==================== gun_ay
### Wiring by layer, gun_ay

The bar under the picture is 20 um long.
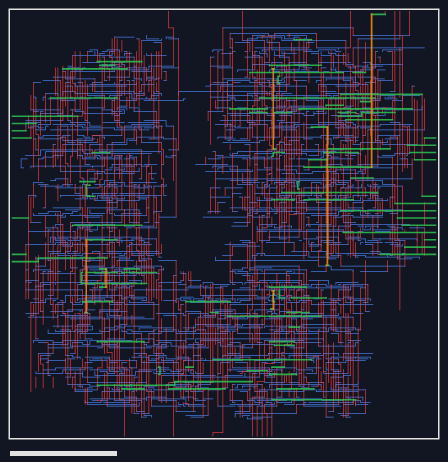

**config.mk**
```make
export PLATFORM = sky130hd
export DESIGN_NAME = gun_ay
export DESIGN_NICKNAME = d
export VERILOG_FILES = /design/src/rtl/gun_ay.sv
export SDC_FILE = /design/constraint.sdc
export NUM_CORES = 1
export LEC_CHECK = 0
export CAP_MARGIN = 25
export CORE_MARGIN = 2
export CORE_UTILIZATION = 63
export CTS_BUF_LIST = sky130_fd_sc_hd__clkbuf_8
export DETAILED_ROUTE_END_ITERATION = 10
export DONT_BUFFER_PORTS = 1
export GPL_TIMING_DRIVEN = 0
export PLACE_DENSITY = 0.79
export REMOVE_ABC_BUFFERS = 1
export SYNTH_ARGS = -nofsm -noshare
export SYNTH_HDL_FRONTEND = slang
export SYNTH_SLANG_ARGS = --single-unit
```
**constraint.sdc**
```tcl
create_clock -name clk -period 13.7 [get_ports clk]
set_input_delay 4.11 -clock clk [delete_from_list [all_inputs] [get_ports clk]]
set_output_delay 4.11 -clock clk [all_outputs]
set_load 0.02 [all_outputs]
```
**src/rtl/gun_ay.sv**
```systemverilog
// gun_ay : day-of-month / month register pair for the calendar chain.
//
// Ports
//   clk         in   system clock, rising-edge active
//   reset       in   synchronous active-high reset
//   stop        in   1 = clock stopped (buttons active), 0 = running (gun_tick active)
//   gun_tick    in   one-cycle day-rollover pulse from the hour counter
//   yil[15:0]   in   current year, binary
//   gun_arttir  in   day increment button (level)
//   gun_azalt   in   day decrement button (level)
//   ay_arttir   in   month increment button (level)
//   ay_azalt    in   month decrement button (level)
//   gun[4:0]    out  day of month 1..31, registered
//   ay[3:0]     out  month 1..12, registered
//   yil_tasma   out  one-cycle pulse on the Dec 31 -> Jan 1 rollover
//   artik_yil   out  registered leap-year flag for yil
module gun_ay (
  input  logic        clk,
  input  logic        reset,
  input  logic        stop,
  input  logic        gun_tick,
  input  logic [15:0] yil,
  input  logic        gun_arttir,
  input  logic        gun_azalt,
  input  logic        ay_arttir,
  input  logic        ay_azalt,
  output logic [4:0]  gun,
  output logic [3:0]  ay,
  output logic        yil_tasma,
  output logic        artik_yil
);

  logic [4:0] r_gun;
  logic [3:0] r_ay;
  logic       r_tasma;
  logic       r_arm;
  logic       r_artik;

  logic [4:0] w_gun_nxt;
  logic [3:0] w_ay_nxt;
  logic       w_tasma_nxt;
  logic       w_arm_nxt;
  logic       w_act;
  logic       w_leap;
  logic       w_any_btn;
  logic [4:0] w_len;
  logic [3:0] w_ay_up;
  logic [3:0] w_ay_dn;
  logic [4:0] w_len_up;
  logic [4:0] w_len_dn;

  function automatic logic [4:0] f_month_len(input logic [3:0] m, input logic leap);
    case (m)
      4'd2:                      return leap ? 5'd29 : 5'd28;
      4'd4, 4'd6, 4'd9, 4'd11:   return 5'd30;
      default:                   return 5'd31;
    endcase
  endfunction

  assign w_leap = ((yil[1:0] == 2'b00) && ((yil % 16'd100) != 16'd0)) ||
                  ((yil % 16'd400) == 16'd0);

  assign w_any_btn = gun_arttir | gun_azalt | ay_arttir | ay_azalt;
  assign w_len     = f_month_len(r_ay, r_artik);
  assign w_ay_up   = (r_ay == 4'd12) ? 4'd1  : r_ay + 4'd1;
  assign w_ay_dn   = (r_ay == 4'd1)  ? 4'd12 : r_ay - 4'd1;
  assign w_len_up  = f_month_len(w_ay_up, r_artik);
  assign w_len_dn  = f_month_len(w_ay_dn, r_artik);

  always_comb begin
    w_gun_nxt   = r_gun;
    w_ay_nxt    = r_ay;
    w_tasma_nxt = 1'b0;
    w_act       = 1'b0;
    // An out-of-range day (e.g. Feb 29 after the leap flag drops) is pulled
    // back to the month end before anything else is allowed to move.
    if (r_gun > w_len) begin
      w_gun_nxt = w_len;
    end else if (!stop && gun_tick) begin
      if (r_gun < w_len) begin
        w_gun_nxt = r_gun + 5'd1;
      end else begin
        w_gun_nxt = 5'd1;
        if (r_ay < 4'd12) begin
          w_ay_nxt = r_ay + 4'd1;
        end else begin
          w_ay_nxt    = 4'd1;
          w_tasma_nxt = 1'b1;
        end
      end
    end else if (stop && r_arm && w_any_btn) begin
      w_act = 1'b1;
      if (gun_arttir) begin
        w_gun_nxt = (r_gun >= w_len) ? 5'd1 : r_gun + 5'd1;
      end else if (gun_azalt) begin
        w_gun_nxt = (r_gun <= 5'd1) ? w_len : r_gun - 5'd1;
      end else if (ay_arttir) begin
        w_ay_nxt  = w_ay_up;
        w_gun_nxt = (r_gun > w_len_up) ? w_len_up : r_gun;
      end else begin
        w_ay_nxt  = w_ay_dn;
        w_gun_nxt = (r_gun > w_len_dn) ? w_len_dn : r_gun;
      end
    end
  end

  // One action per press: the arm flag only comes back once every button is released.
  assign w_arm_nxt = !w_any_btn ? 1'b1 : (w_act ? 1'b0 : r_arm);

  always_ff @(posedge clk) begin
    if (reset) begin
      r_gun   <= 5'd1;
      r_ay    <= 4'd1;
      r_tasma <= 1'b0;
      r_arm   <= 1'b1;
    end else begin
      r_gun   <= w_gun_nxt;
      r_ay    <= w_ay_nxt;
      r_tasma <= w_tasma_nxt;
      r_arm   <= w_arm_nxt;
    end
  end

  // Leap flag tracks yil every edge, so it is valid one edge after reset too.
  always_ff @(posedge clk) begin
    r_artik <= w_leap;
  end

  assign gun       = r_gun;
  assign ay        = r_ay;
  assign yil_tasma = r_tasma;
  assign artik_yil = r_artik;

endmodule
```
==================== mem_wb_stage
$ cat config.mk
export PLATFORM = sky130hd
export DESIGN_NAME = mem_wb_stage
export DESIGN_NICKNAME = d
export VERILOG_FILES = /design/src/rtl/mips_pkg.sv /design/src/rtl/load_align.sv /design/src/rtl/mem_wb_stage.sv
export SDC_FILE = /design/constraint.sdc
export NUM_CORES = 1
export LEC_CHECK = 0
export CORE_MARGIN = 8
export CORE_UTILIZATION = 45
export DETAILED_ROUTE_END_ITERATION = 12
export PLACE_DENSITY = 0.8
export SYNTH_ARGS = -nofsm -noshare
export SYNTH_HDL_FRONTEND = slang
export SYNTH_SLANG_ARGS = --single-unit
$ cat constraint.sdc
create_clock -name clk -period 2.9 [get_ports clk]
set_input_delay 0.58 -clock clk [delete_from_list [all_inputs] [get_ports clk]]
set_output_delay 0.58 -clock clk [all_outputs]
set_load 0.02 [all_outputs]
$ cat src/rtl/mips_pkg.sv
// Shared MIPS core definitions: load-type encodings and field widths.
// No logic, no latency.
// No flow control; constants only.
package mips_pkg;

    localparam logic [2:0] LD_LW  = 3'b000;
    localparam logic [2:0] LD_LB  = 3'b001;
    localparam logic [2:0] LD_LBU = 3'b010;
    localparam logic [2:0] LD_LH  = 3'b011;
    localparam logic [2:0] LD_LHU = 3'b100;

    // Register-number field width (32 architectural registers)
    localparam int REG_W = 5;

endpackage

$ cat src/rtl/load_align.sv
// Extracts and sign/zero-extends the load lane from a data-memory word and flags misalignment.
// Purely combinational, zero latency.
// No flow control; output follows inputs.
module load_align
    import mips_pkg::*;
(
    input  logic [31:0] i_dm_data,
    input  logic [1:0]  i_addr_lo,
    input  logic [2:0]  i_ld_type,
    input  logic        i_memtoreg,
    output logic [31:0] o_ld_data,
    output logic        o_misalign
);

    logic [7:0]  w_byte;
    logic [15:0] w_half;

    // Lane select: byte lane by both address bits, halfword lane by bit 1 (little-endian)
    always_comb begin
        w_byte = i_dm_data[7:0];
        case (i_addr_lo)
            2'b00: w_byte = i_dm_data[7:0];
            2'b01: w_byte = i_dm_data[15:8];
            2'b10: w_byte = i_dm_data[23:16];
            2'b11: w_byte = i_dm_data[31:24];
            default: w_byte = i_dm_data[7:0];
        endcase
        w_half = i_addr_lo[1] ? i_dm_data[31:16] : i_dm_data[15:0];
    end

    // Extension and alignment check; reserved encodings behave as LW.
    // Misalignment only matters when the writeback actually comes from memory.
    always_comb begin
        o_ld_data  = i_dm_data;
        o_misalign = 1'b0;
        case (i_ld_type)
            LD_LB:  o_ld_data = {{24{w_byte[7]}}, w_byte};
            LD_LBU: o_ld_data = {24'h000000, w_byte};
            LD_LH: begin
                o_ld_data  = {{16{w_half[15]}}, w_half};
                o_misalign = i_memtoreg & i_addr_lo[0];
            end
            LD_LHU: begin
                o_ld_data  = {16'h0000, w_half};
                o_misalign = i_memtoreg & i_addr_lo[0];
            end
            default: begin
                o_ld_data  = i_dm_data;
                o_misalign = i_memtoreg & (i_addr_lo != 2'b00);
            end
        endcase
    end

endmodule

$ cat src/rtl/mem_wb_stage.sv
// MEM->WB pipeline register: selects ALU/load data, qualifies the RF write, counts retirements.
// One cycle latency: MEM inputs sampled at edge N appear on WB outputs after edge N.
// stall_wb holds all state (beats flush_wb); flush_wb inserts a bubble keeping rw/busW.
module mem_wb_stage
    import mips_pkg::*;
#(
    parameter int CNT_W = 32
)(
    input  logic              clk,
    input  logic              rst,
    input  logic              stall_wb,
    input  logic              flush_wb,
    input  logic              valid_me,
    input  logic [31:0]       dm_data_me,
    input  logic [31:0]       Result_me,
    input  logic [REG_W-1:0]  rw_me,
    input  logic              RegWr_me,
    input  logic              MemtoReg_me,
    input  logic [2:0]        ld_type_me,
    output logic              valid_wb,
    output logic              RegWr_wb,
    output logic [REG_W-1:0]  rw_wb,
    output logic [31:0]       busW_wb,
    output logic              misalign_wb,
    output logic [CNT_W-1:0]  retire_cnt
);

    logic [31:0]      w_ld_data;
    logic             w_misalign_raw;
    logic             w_misalign;
    logic [31:0]      w_busw;
    logic             w_regwr;
    logic             w_retire;

    logic             r_valid;
    logic             r_regwr;
    logic [REG_W-1:0] r_rw;
    logic [31:0]      r_busw;
    logic             r_misalign;
    logic [CNT_W-1:0] r_cnt;

    load_align u_load_align (
        .i_dm_data  (dm_data_me),
        .i_addr_lo  (Result_me[1:0]),
        .i_ld_type  (ld_type_me),
        .i_memtoreg (MemtoReg_me),
        .o_ld_data  (w_ld_data),
        .o_misalign (w_misalign_raw)
    );

    // Writeback data select and qualification; a misaligned load writes nothing and is not retired
    always_comb begin
        w_misalign = w_misalign_raw & valid_me;
        w_busw     = MemtoReg_me ? w_ld_data : Result_me;
        if (w_misalign) begin
            w_busw = 32'h0000_0000;
        end
        w_regwr  = RegWr_me & valid_me & ~w_misalign & (rw_me != '0);
        w_retire = valid_me & ~w_misalign;
    end

    // Pipeline register with reset > stall > flush > load priority
    always_ff @(posedge clk) begin
        if (rst) begin
            r_valid    <= 1'b0;
            r_regwr    <= 1'b0;
            r_rw       <= '0;
            r_busw     <= 32'h0000_0000;
            r_misalign <= 1'b0;
            r_cnt      <= '0;
        end else if (stall_wb) begin
            r_valid    <= r_valid;
            r_regwr    <= r_regwr;
            r_rw       <= r_rw;
            r_busw     <= r_busw;
            r_misalign <= r_misalign;
            r_cnt      <= r_cnt;
        end else if (flush_wb) begin
            r_valid    <= 1'b0;
            r_regwr    <= 1'b0;
            r_misalign <= 1'b0;
        end else begin
            r_valid    <= valid_me;
            r_regwr    <= w_regwr;
            r_rw       <= rw_me;
            r_busw     <= w_busw;
            r_misalign <= w_misalign;
            if (w_retire) begin
                r_cnt <= r_cnt + CNT_W'(1);
            end
        end
    end

    assign valid_wb    = r_valid;
    assign RegWr_wb    = r_regwr;
    assign rw_wb       = r_rw;
    assign busW_wb     = r_busw;
    assign misalign_wb = r_misalign;
    assign retire_cnt  = r_cnt;

endmodule

### Drive-strength map, mem_wb_stage

The bar under the picture is 20 um long.
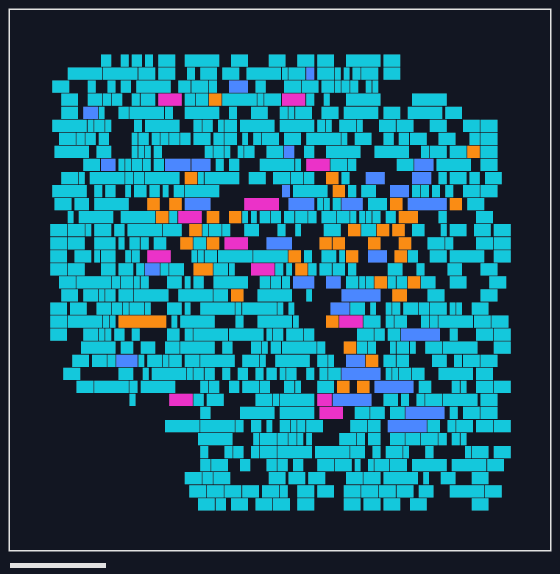
[blue] x2 | cells: 31
[orange] x3 and x4 | cells: 38
[cyan] x1 and smaller | cells: 582
[magenta] x6 and larger | cells: 12
post-route worst setup slack: 0.3024 ns
Signal buffers: 181
area grow syn2layout: 45.26%
fin area: 6092 um^2

==> results_slide.txt, mem_wb_stage <==
Physical Implementation Snapshot

Drt
  • DRT iter0 DRCs: roughly 370
  • WL/cell: around 20 um
  • Final WL: 15510 um

Clocking
  • CTS root buf: clkbuf_8
  • CTS tree: yes
  • Htree depth: 3
  • Clock sink count: 72

Final timing
  • Worst Tran Pin Value: 0.8894 ns
  • Min Hold Slack: 0.4585 ns
  • Fin crit period: 2.598 ns
  • Fmax: 0.3850 GHz

Finish
  • Top cell category: logic gates
  • Comb gate area: 2551 um^2
  • Seq Cell Count: 72
  • Layout cells sized above 1: 12.22%

GRT
  • Total gr overflow: 0
  • Aggregate global-route resource usage: 24.06%
  • Vias in the first global route: 4887
  • Met2 usage: between 30% and 40%
  • M3 GR Usage: roughly 4.9%

Power
  • NetSw: ~0.00071 W
  • Seq group: 0.00104 W
  • P_leak: 2.100 nW
  • Share of total power in the clock network: 32.4%
  • Seq pwr share: between 40 and 50%
  • Peak VDD IR: 0.0002273 V
  • P per Cell Area: 383.1 nW/um^2
  • P_clk: 0.000756 W
  • Int Power: 0.001624 W

Die
  • Total number of tap cells: ~110
  • Std cell rows: 35
  • Die X: 112.5 um

Setup path
  • Crit path max-delay cell type: clkdlybuf4s50_1
  • Worst-path fanout max: 16
  • Worst R2R End: retire_cnt[29]$_SDFFE_PP0P_
  • CP Capture Type: flop
  • Slowest cell delay on critical path: 0.56 ns

Place
  • Port-buffer cells: 150
  • Dpl hpwl: 11780 um
  • Dpl cell area: 5911 um^2
  • # placed instances: 758

Yosys
  • Avg Cell Area, Syn: between 8 and 9 um^2

Worst hold path
  • Hold path endpoint: rw_wb[0]$_SDFFE_PP0P_
  • Worst hold path type: reg2reg

Status
  • Status: complete, no violations
### Clock wiring as the flow saved it, gun_ay

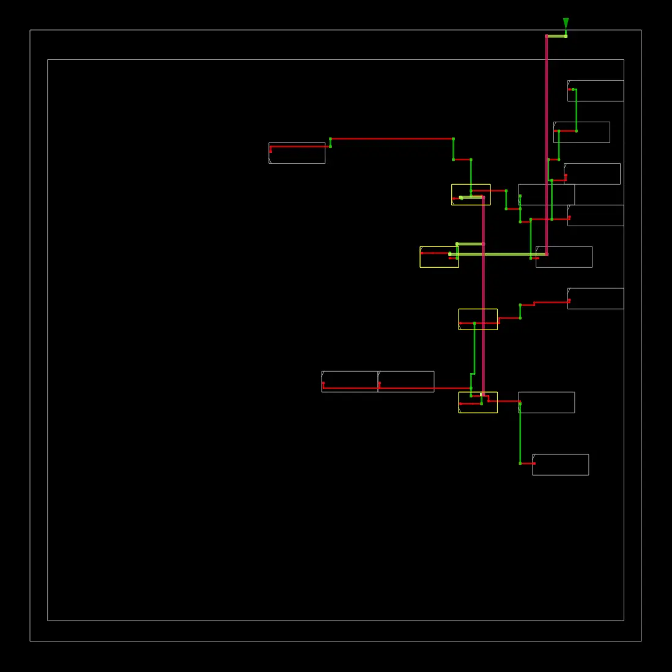
Num CTS Buffers: 3
Seq Cell Count: 12
Worst-Skew Late Latency: 0.25 ns

### Nets reached from selected ports, gun_ay

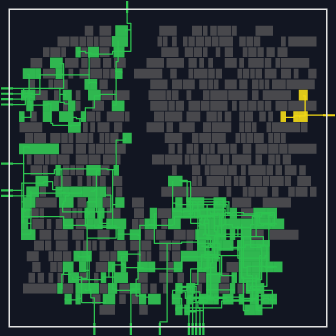
[green] yil | bits: 16 | direction: input | end cells: 147 | buffers: 0 | wire: 1380 um
[yellow] stop | bits: 1 | direction: input | end cells: 4 | buffers: 0 | wire: 16.1 um
Port-buffer cells: 0
I/O Pins: 35

Notes on 'Wiring by layer' of gun_ay above:
[orange] M4 | wire length: 89.8 um
[blue] M1 | wire length: 4280 um
[green] M3 | wire length: 623 um
[red] M2 | wire length: 4190 um
final WL: 9179 um
aggregate global-route resource usage: 28.69%
vias post-DR: 4033
WL/cell: 15.88 um

==> results_slide.txt, gun_ay <==
Physical Implementation Snapshot

Power
  • Top Consumer: combinational cells
  • Logic pwr share: between 80% and 90%
  • NetSw: 0.0002946 W
  • Peak VDD IR: 0.0001696 V
  • Seq group: about 0.000052 W
  • Comb. pwr: roughly 0.00046 W
  • Share of total power in the clock network: 7.6%

Drt
  • Routed wl met3: ~620 um
  • DRC viols: 0
  • Wire length on met1: 4279 um
  • Via density: around 7
  • DR top layer: met4

Yosys
  • Yosys Instances: 537
  • Cell taking the most area after synthesis: dfxtp_1
  • Synth Area in XOR/XNOR: under 10%
  • Synth Cell Area: ~3600 um^2

Setup path
  • Crit-path leading delay family: AND-OR/OR-AND gates
  • Critical path, cell by cell: or2_4, a221oi_1, o221ai_2, and2_1, o21ai_1, a2111o_1, nand4_1, a21oi_2, mux2i_1, nand2_1, o21a_2, xnor2_4, nand2_1, a211o_1, o2111ai_1, a21oi_1, o41ai_1, nor3_1, o41ai_1, a21oi_2, o21ai_1
  • Setup slack, reg-to-reg: 9.62 ns
  • Crit path max-delay cell type: o21ai_1
  • CP Capture Type: flop
  • Critical Path End: artik_yil$_DFF_P_
  • Critical Path Stages: 21
  • Critical Path AT: just under 10 ns

Finish
  • Register area: 240.2 um^2
  • Layout cells sized above 1: 5.731%
  • Logic share of the area: 87.15%
  • Area grow syn2layout: -0.7900%
  • Comb gate area: 3149 um^2
  • Clock buf count: 4
  • ANT cells: 0
  • Clock buf/inv share: under 10%

Clocking
  • Post-CTS Setup Bufs: 0

Run
  • Tool Warnings: 34

Die
  • Die Y: about 80 um
  • Total number of tap cells: 72

Place
  • Pre-CTS WS: 3.918 ns
  • RePlAce Congestion: 0.9422

Final timing
  • Setup TNS: 0 ns

Status
  • Status: complete, no violations

GRT
  • Met2 usage: 47.58%

==================== cam_capture_ctrl_flat
$ cat src/rtl/cam_ctrl_pkg.sv
// Shared types and constants for the OV7670 capture (frame buffer write side) controller.
package cam_ctrl_pkg;

  typedef enum logic [1:0] {
    IDLE    = 2'd0,
    ARM     = 2'd1,
    CAPTURE = 2'd2,
    DONE    = 2'd3
  } cap_state_e;

  // RGB444 byte pair: byte 0 carries R in its low nibble, byte 1 carries {G, B}.
  localparam int NIB_W = 4;
  localparam int R_LSB = 0;
  localparam int G_LSB = 4;
  localparam int B_LSB = 0;
  localparam int PIX_W = 12;

  localparam int DEF_AW    = 15;
  localparam int DEF_IMG_W = 160;
  localparam int DEF_IMG_H = 120;

endpackage

$ cat src/rtl/cam_capture_ctrl_if.sv
// Camera-side inputs, capture control and buffer write port of the capture controller.
interface cam_capture_ctrl_if #(
  parameter int AW = 15,
  parameter int DW = 12
);
  logic          cap_en;
  logic          cap_start;
  logic          vsync;
  logic          href;
  logic [7:0]    px_data;
  logic [AW-1:0] mem_addr;
  logic [DW-1:0] mem_data;
  logic          mem_we;
  logic          busy;
  logic          frame_done;
  logic          short_frame;
  logic [7:0]    frame_cnt;

  modport master (
    input  cap_en, cap_start, vsync, href, px_data,
    output mem_addr, mem_data, mem_we, busy, frame_done, short_frame, frame_cnt
  );

  modport slave (
    output cap_en, cap_start, vsync, href, px_data,
    input  mem_addr, mem_data, mem_we, busy, frame_done, short_frame, frame_cnt
  );
endinterface

$ cat src/rtl/cam_rgb444_pack.sv
// Pairs consecutive camera bytes into one RGB444 pixel; pix_valid fires on the second byte.
module cam_rgb444_pack
  import cam_ctrl_pkg::*;
(
  input  logic             clk_i,
  input  logic             reset_i,
  input  logic             sample_i,
  input  logic             clr_i,
  input  logic [7:0]       px_data_i,
  output logic [PIX_W-1:0] pixel_o,
  output logic             pix_valid_o
);

  logic             phase_q, phase_d;
  logic [NIB_W-1:0] r_q, r_d;

  // Phase toggles per sampled byte; a clear drops any dangling first byte.
  always_comb begin
    phase_d = phase_q;
    r_d     = r_q;
    if (clr_i) begin
      phase_d = 1'b0;
    end else if (sample_i) begin
      phase_d = ~phase_q;
      if (!phase_q) begin
        r_d = px_data_i[R_LSB +: NIB_W];
      end else begin
        r_d = r_q;
      end
    end else begin
      phase_d = phase_q;
    end
  end

  // Phase and held red nibble registers.
  always_ff @(posedge clk_i) begin
    if (reset_i) begin
      phase_q <= 1'b0;
      r_q     <= {NIB_W{1'b0}};
    end else begin
      phase_q <= phase_d;
      r_q     <= r_d;
    end
  end

  assign pix_valid_o = sample_i & ~clr_i & phase_q;
  assign pixel_o     = {r_q, px_data_i[G_LSB +: NIB_W], px_data_i[B_LSB +: NIB_W]};

endmodule

$ cat src/rtl/cam_capture_ctrl.sv
// Frame capture sequencer: turns the camera byte stream into clipped frame buffer writes.
module cam_capture_ctrl
  import cam_ctrl_pkg::*;
#(
  parameter int AW    = DEF_AW,
  parameter int DW    = PIX_W,
  parameter int IMG_W = DEF_IMG_W,
  parameter int IMG_H = DEF_IMG_H
) (
  input  logic               clk,
  input  logic               reset,
  cam_capture_ctrl_if.master bus
);

  localparam int XW = $clog2(IMG_W + 1);
  localparam int YW = $clog2(IMG_H + 1);
  localparam logic [XW-1:0] X_MAX    = XW'(IMG_W);
  localparam logic [YW-1:0] Y_MAX    = YW'(IMG_H);
  localparam logic [AW-1:0] ROW_STEP = AW'(IMG_W);

  cap_state_e    state_q, state_d;
  logic          vsync_dly_q, href_dly_q;
  logic [XW-1:0] x_q, x_d;
  logic [YW-1:0] y_q, y_d;
  logic [AW-1:0] row_base_q, row_base_d;
  logic          short_q, short_d;
  logic          single_q, single_d;
  logic          we_q, we_d;
  logic [AW-1:0] addr_q, addr_d;
  logic [DW-1:0] data_q, data_d;
  logic          busy_q, busy_d;
  logic          frame_done_q, frame_done_d;
  logic          short_frame_q, short_frame_d;
  logic [7:0]    frame_cnt_q, frame_cnt_d;

  logic             frame_start_s, frame_end_s, line_end_s, line_close_s;
  logic             sample_s, clr_s, pix_valid_s;
  logic [PIX_W-1:0] pixel_s;

  assign frame_start_s = vsync_dly_q & ~bus.vsync;
  assign frame_end_s   = ~vsync_dly_q & bus.vsync;
  assign line_end_s    = href_dly_q & ~bus.href;
  // A frame end arriving with href still high closes the line instead of sampling a byte.
  assign line_close_s  = (state_q == CAPTURE) & (line_end_s | (frame_end_s & bus.href));
  assign sample_s      = (state_q == CAPTURE) & bus.href & ~frame_end_s;
  assign clr_s         = line_close_s | ((state_q == ARM) & frame_start_s);

  cam_rgb444_pack u_pack (
    .clk_i       (clk),
    .reset_i     (reset),
    .sample_i    (sample_s),
    .clr_i       (clr_s),
    .px_data_i   (bus.px_data),
    .pixel_o     (pixel_s),
    .pix_valid_o (pix_valid_s)
  );

  // Next-state, counters and next values of the registered outputs.
  always_comb begin
    state_d       = state_q;
    x_d           = x_q;
    y_d           = y_q;
    row_base_d    = row_base_q;
    short_d       = short_q;
    we_d          = 1'b0;
    addr_d        = addr_q;
    data_d        = data_q;
    frame_done_d  = 1'b0;
    short_frame_d = short_frame_q;
    frame_cnt_d   = frame_cnt_q;
    if ((state_q != IDLE) && bus.cap_en) begin
      single_d = 1'b0;
    end else begin
      single_d = single_q;
    end

    case (state_q)
      IDLE: begin
        if (bus.cap_en || bus.cap_start) begin
          state_d  = ARM;
          single_d = ~bus.cap_en;
        end else begin
          state_d = IDLE;
        end
      end
      ARM: begin
        if (frame_start_s) begin
          state_d       = CAPTURE;
          x_d           = {XW{1'b0}};
          y_d           = {YW{1'b0}};
          row_base_d    = {AW{1'b0}};
          short_d       = 1'b0;
          short_frame_d = 1'b0;
        end else begin
          state_d = ARM;
        end
      end
      CAPTURE: begin
        if (pix_valid_s && (x_q < X_MAX)) begin
          x_d = x_q + XW'(1);
          if (y_q < Y_MAX) begin
            we_d   = 1'b1;
            addr_d = row_base_q + AW'(x_q);
            data_d = DW'(pixel_s);
          end else begin
            we_d = 1'b0;
          end
        end else begin
          we_d = 1'b0;
        end
        if (line_close_s) begin
          short_d = short_q | (x_q < X_MAX);
          x_d     = {XW{1'b0}};
          if (y_q < Y_MAX) begin
            y_d        = y_q + YW'(1);
            row_base_d = row_base_q + ROW_STEP;
          end else begin
            y_d = y_q;
          end
        end else begin
          short_d = short_q;
        end
        // Uses the line count after any line closed in this same cycle.
        if (frame_end_s) begin
          state_d       = DONE;
          short_d       = short_d | (y_d < Y_MAX);
          frame_done_d  = 1'b1;
          short_frame_d = short_d;
          frame_cnt_d   = frame_cnt_q + 8'd1;
        end else begin
          state_d = CAPTURE;
        end
      end
      DONE: begin
        if (bus.cap_en && !single_d) begin
          state_d = ARM;
        end else begin
          state_d = IDLE;
        end
      end
      default: begin
        state_d = IDLE;
      end
    endcase

    busy_d = (state_d != IDLE);
  end

  // Sequential state; synchronous reset returns to IDLE with every output cleared.
  always_ff @(posedge clk) begin
    if (reset) begin
      state_q       <= IDLE;
      vsync_dly_q   <= 1'b0;
      href_dly_q    <= 1'b0;
      x_q           <= {XW{1'b0}};
      y_q           <= {YW{1'b0}};
      row_base_q    <= {AW{1'b0}};
      short_q       <= 1'b0;
      single_q      <= 1'b0;
      we_q          <= 1'b0;
      addr_q        <= {AW{1'b0}};
      data_q        <= {DW{1'b0}};
      busy_q        <= 1'b0;
      frame_done_q  <= 1'b0;
      short_frame_q <= 1'b0;
      frame_cnt_q   <= 8'd0;
    end else begin
      state_q       <= state_d;
      vsync_dly_q   <= bus.vsync;
      href_dly_q    <= bus.href;
      x_q           <= x_d;
      y_q           <= y_d;
      row_base_q    <= row_base_d;
      short_q       <= short_d;
      single_q      <= single_d;
      we_q          <= we_d;
      addr_q        <= addr_d;
      data_q        <= data_d;
      busy_q        <= busy_d;
      frame_done_q  <= frame_done_d;
      short_frame_q <= short_frame_d;
      frame_cnt_q   <= frame_cnt_d;
    end
  end

  assign bus.mem_we      = we_q;
  assign bus.mem_addr    = addr_q;
  assign bus.mem_data    = data_q;
  assign bus.busy        = busy_q;
  assign bus.frame_done  = frame_done_q;
  assign bus.short_frame = short_frame_q;
  assign bus.frame_cnt   = frame_cnt_q;

endmodule

$ cat src/flat_wrapper.sv
// flat-port wrapper written by rule: the top's interface ports become plain ports
module cam_capture_ctrl_flat import cam_ctrl_pkg::*;
#(
  parameter int AW    = DEF_AW,
  parameter int DW    = PIX_W,
  parameter int IMG_W = DEF_IMG_W,
  parameter int IMG_H = DEF_IMG_H
)
  (clk, reset, bus_cap_en, bus_cap_start, bus_vsync, bus_href, bus_px_data, bus_mem_addr, bus_mem_data, bus_mem_we, bus_busy, bus_frame_done, bus_short_frame, bus_frame_cnt);
  cam_capture_ctrl_if #(.AW(AW), .DW(DW)) bus_i ();
  input  logic clk;
  input  logic reset;
  input wire logic [$bits(bus_i.cap_en)-1:0] bus_cap_en;
  input wire logic [$bits(bus_i.cap_start)-1:0] bus_cap_start;
  input wire logic [$bits(bus_i.vsync)-1:0] bus_vsync;
  input wire logic [$bits(bus_i.href)-1:0] bus_href;
  input wire logic [$bits(bus_i.px_data)-1:0] bus_px_data;
  output wire logic [$bits(bus_i.mem_addr)-1:0] bus_mem_addr;
  output wire logic [$bits(bus_i.mem_data)-1:0] bus_mem_data;
  output wire logic [$bits(bus_i.mem_we)-1:0] bus_mem_we;
  output wire logic [$bits(bus_i.busy)-1:0] bus_busy;
  output wire logic [$bits(bus_i.frame_done)-1:0] bus_frame_done;
  output wire logic [$bits(bus_i.short_frame)-1:0] bus_short_frame;
  output wire logic [$bits(bus_i.frame_cnt)-1:0] bus_frame_cnt;
  assign bus_i.cap_en = bus_cap_en;
  assign bus_i.cap_start = bus_cap_start;
  assign bus_i.vsync = bus_vsync;
  assign bus_i.href = bus_href;
  assign bus_i.px_data = bus_px_data;
  assign bus_mem_addr = bus_i.mem_addr;
  assign bus_mem_data = bus_i.mem_data;
  assign bus_mem_we = bus_i.mem_we;
  assign bus_busy = bus_i.busy;
  assign bus_frame_done = bus_i.frame_done;
  assign bus_short_frame = bus_i.short_frame;
  assign bus_frame_cnt = bus_i.frame_cnt;
  cam_capture_ctrl #(.AW(AW), .DW(DW), .IMG_W(IMG_W), .IMG_H(IMG_H)) u_core (.clk(clk), .reset(reset), .bus(bus_i));
endmodule
$ cat config.mk
export PLATFORM = sky130hd
export DESIGN_NAME = cam_capture_ctrl_flat
export DESIGN_NICKNAME = d
export VERILOG_FILES = /design/src/rtl/cam_ctrl_pkg.sv /design/src/rtl/cam_capture_ctrl_if.sv /design/src/rtl/cam_rgb444_pack.sv /design/src/rtl/cam_capture_ctrl.sv /design/src/flat_wrapper.sv
export SDC_FILE = /design/constraint.sdc
export NUM_CORES = 1
export LEC_CHECK = 0
export ABC_AREA = 1
export CAP_MARGIN = 40
export CORE_MARGIN = 2
export CORE_UTILIZATION = 54
export CTS_BUF_LIST = sky130_fd_sc_hd__clkbuf_4 sky130_fd_sc_hd__clkbuf_8 sky130_fd_sc_hd__clkbuf_16
export DETAILED_ROUTE_END_ITERATION = 6
export PLACE_DENSITY = 0.77
export SYNTH_ARGS = -nofsm -noshare
export SYNTH_HDL_FRONTEND = slang
export SYNTH_SLANG_ARGS = --single-unit
export TNS_END_PERCENT = 30
$ cat constraint.sdc
create_clock -name clk -period 1.9 [get_ports clk]
set_input_delay 0.475 -clock clk [delete_from_list [all_inputs] [get_ports clk]]
set_output_delay 0.475 -clock clk [all_outputs]
set_load 0.02 [all_outputs]
### Nets reached from selected ports, cam_capture_ctrl_flat

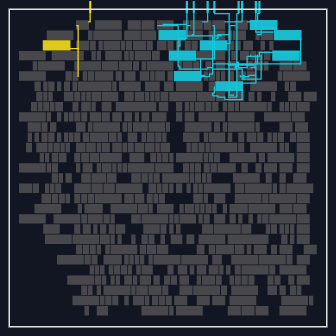
[cyan] bus_frame_cnt | bits: 8 | direction: output | end cells: 8 | buffers: 8 | wire: 313 um
[yellow] bus_short_frame | bits: 1 | direction: output | end cells: 1 | buffers: 1 | wire: 19.7 um
Port-buffer cells: 52
I/O Pins: 53

### Drive-strength map, cam_capture_ctrl_flat

The bar under the picture is 20 um long.
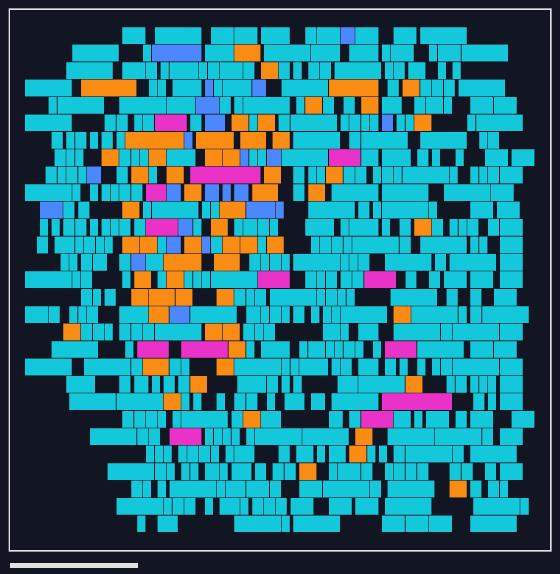
[orange] x3 and x4 | cells: 59
[magenta] x6 and larger | cells: 13
[cyan] x1 and smaller | cells: 468
[blue] x2 | cells: 23
fin area: 4658 um^2
Signal buffers: 97
post-route worst setup slack: 0.08145 ns
area grow syn2layout: 33.97%

==> results_slide.txt <==
Physical Implementation Snapshot

Status
  • Status: complete, no violations

Clocking
  • CTS clk-pin slew, worst paths: ~0.080 ns
  • Post-CTS Resized: 2
  • Clock sink count: 74

Yosys
  • Syn. warnings: 0
  • Top FF cell, synth: dfxtp_1
  • Cell taking the most area after synthesis: dfxtp_1
  • Asr flop ratio synth: 0%
  • Mux share: 0%
  • Yosys Instances: 465
  • Ao+oa area frac: 17.31%

Finish
  • Comb_multi_in: between 300 and 400
  • Top cell category: logic gates
  • Clock buf count: 10
  • Fillers: between 400 and 500
  • Most frequent cells in the layout: dfxtp_1 (72), nand2_1 (64), nor2_1 (52)

Power
  • P_clk: 0.00137 W

Die
  • Die Area: 7097 um^2

Drt
  • Vias post-DR: 3374
  • WL/cell: 13.25 um
  • DR pass1 iterations: 4

Final timing
  • Final Hold Vio Count: 0

GRT
  • Aggregate global-route resource usage: around a quarter

Place
  • Pre-CTS WS: -0.3454 ns
  • # placed instances: 622

Setup path
  • Critical Path AT: 1.34 ns
  • Worst-path fanout max: 3
  • Worst EP required: 1.42 ns
  • Crit path max-delay cell type: clkdlybuf4s50_1
  • Critical Path Stages: 1


## Gallery

Sequential cells grouped by signal name.
The bar under the picture is 20 um long.
panel A
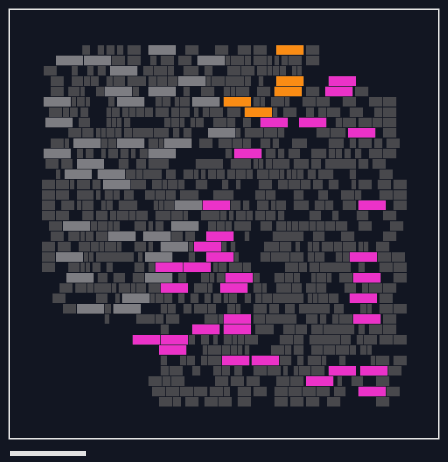
panel B
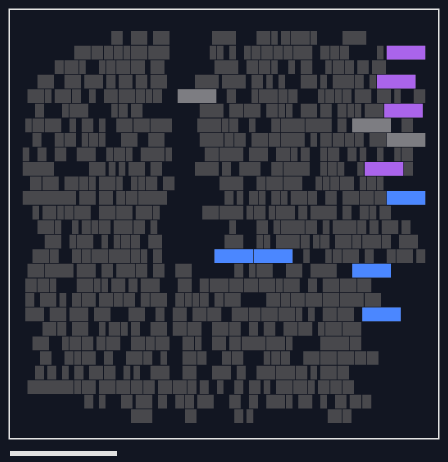
panel C
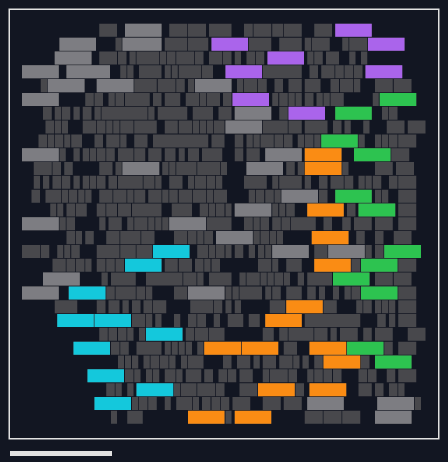
| from | picture |
|---|---|
| cam_capture_ctrl_flat | panel C |
| gun_ay | panel B |
| mem_wb_stage | panel A |
- largest die: panel A
- most cells: panel A

Key to panel A:
[magenta] busW_wb | sequential cells: 32
[orange] rw_wb | sequential cells: 5

Power is estimated from default activity; no workload was simulated.
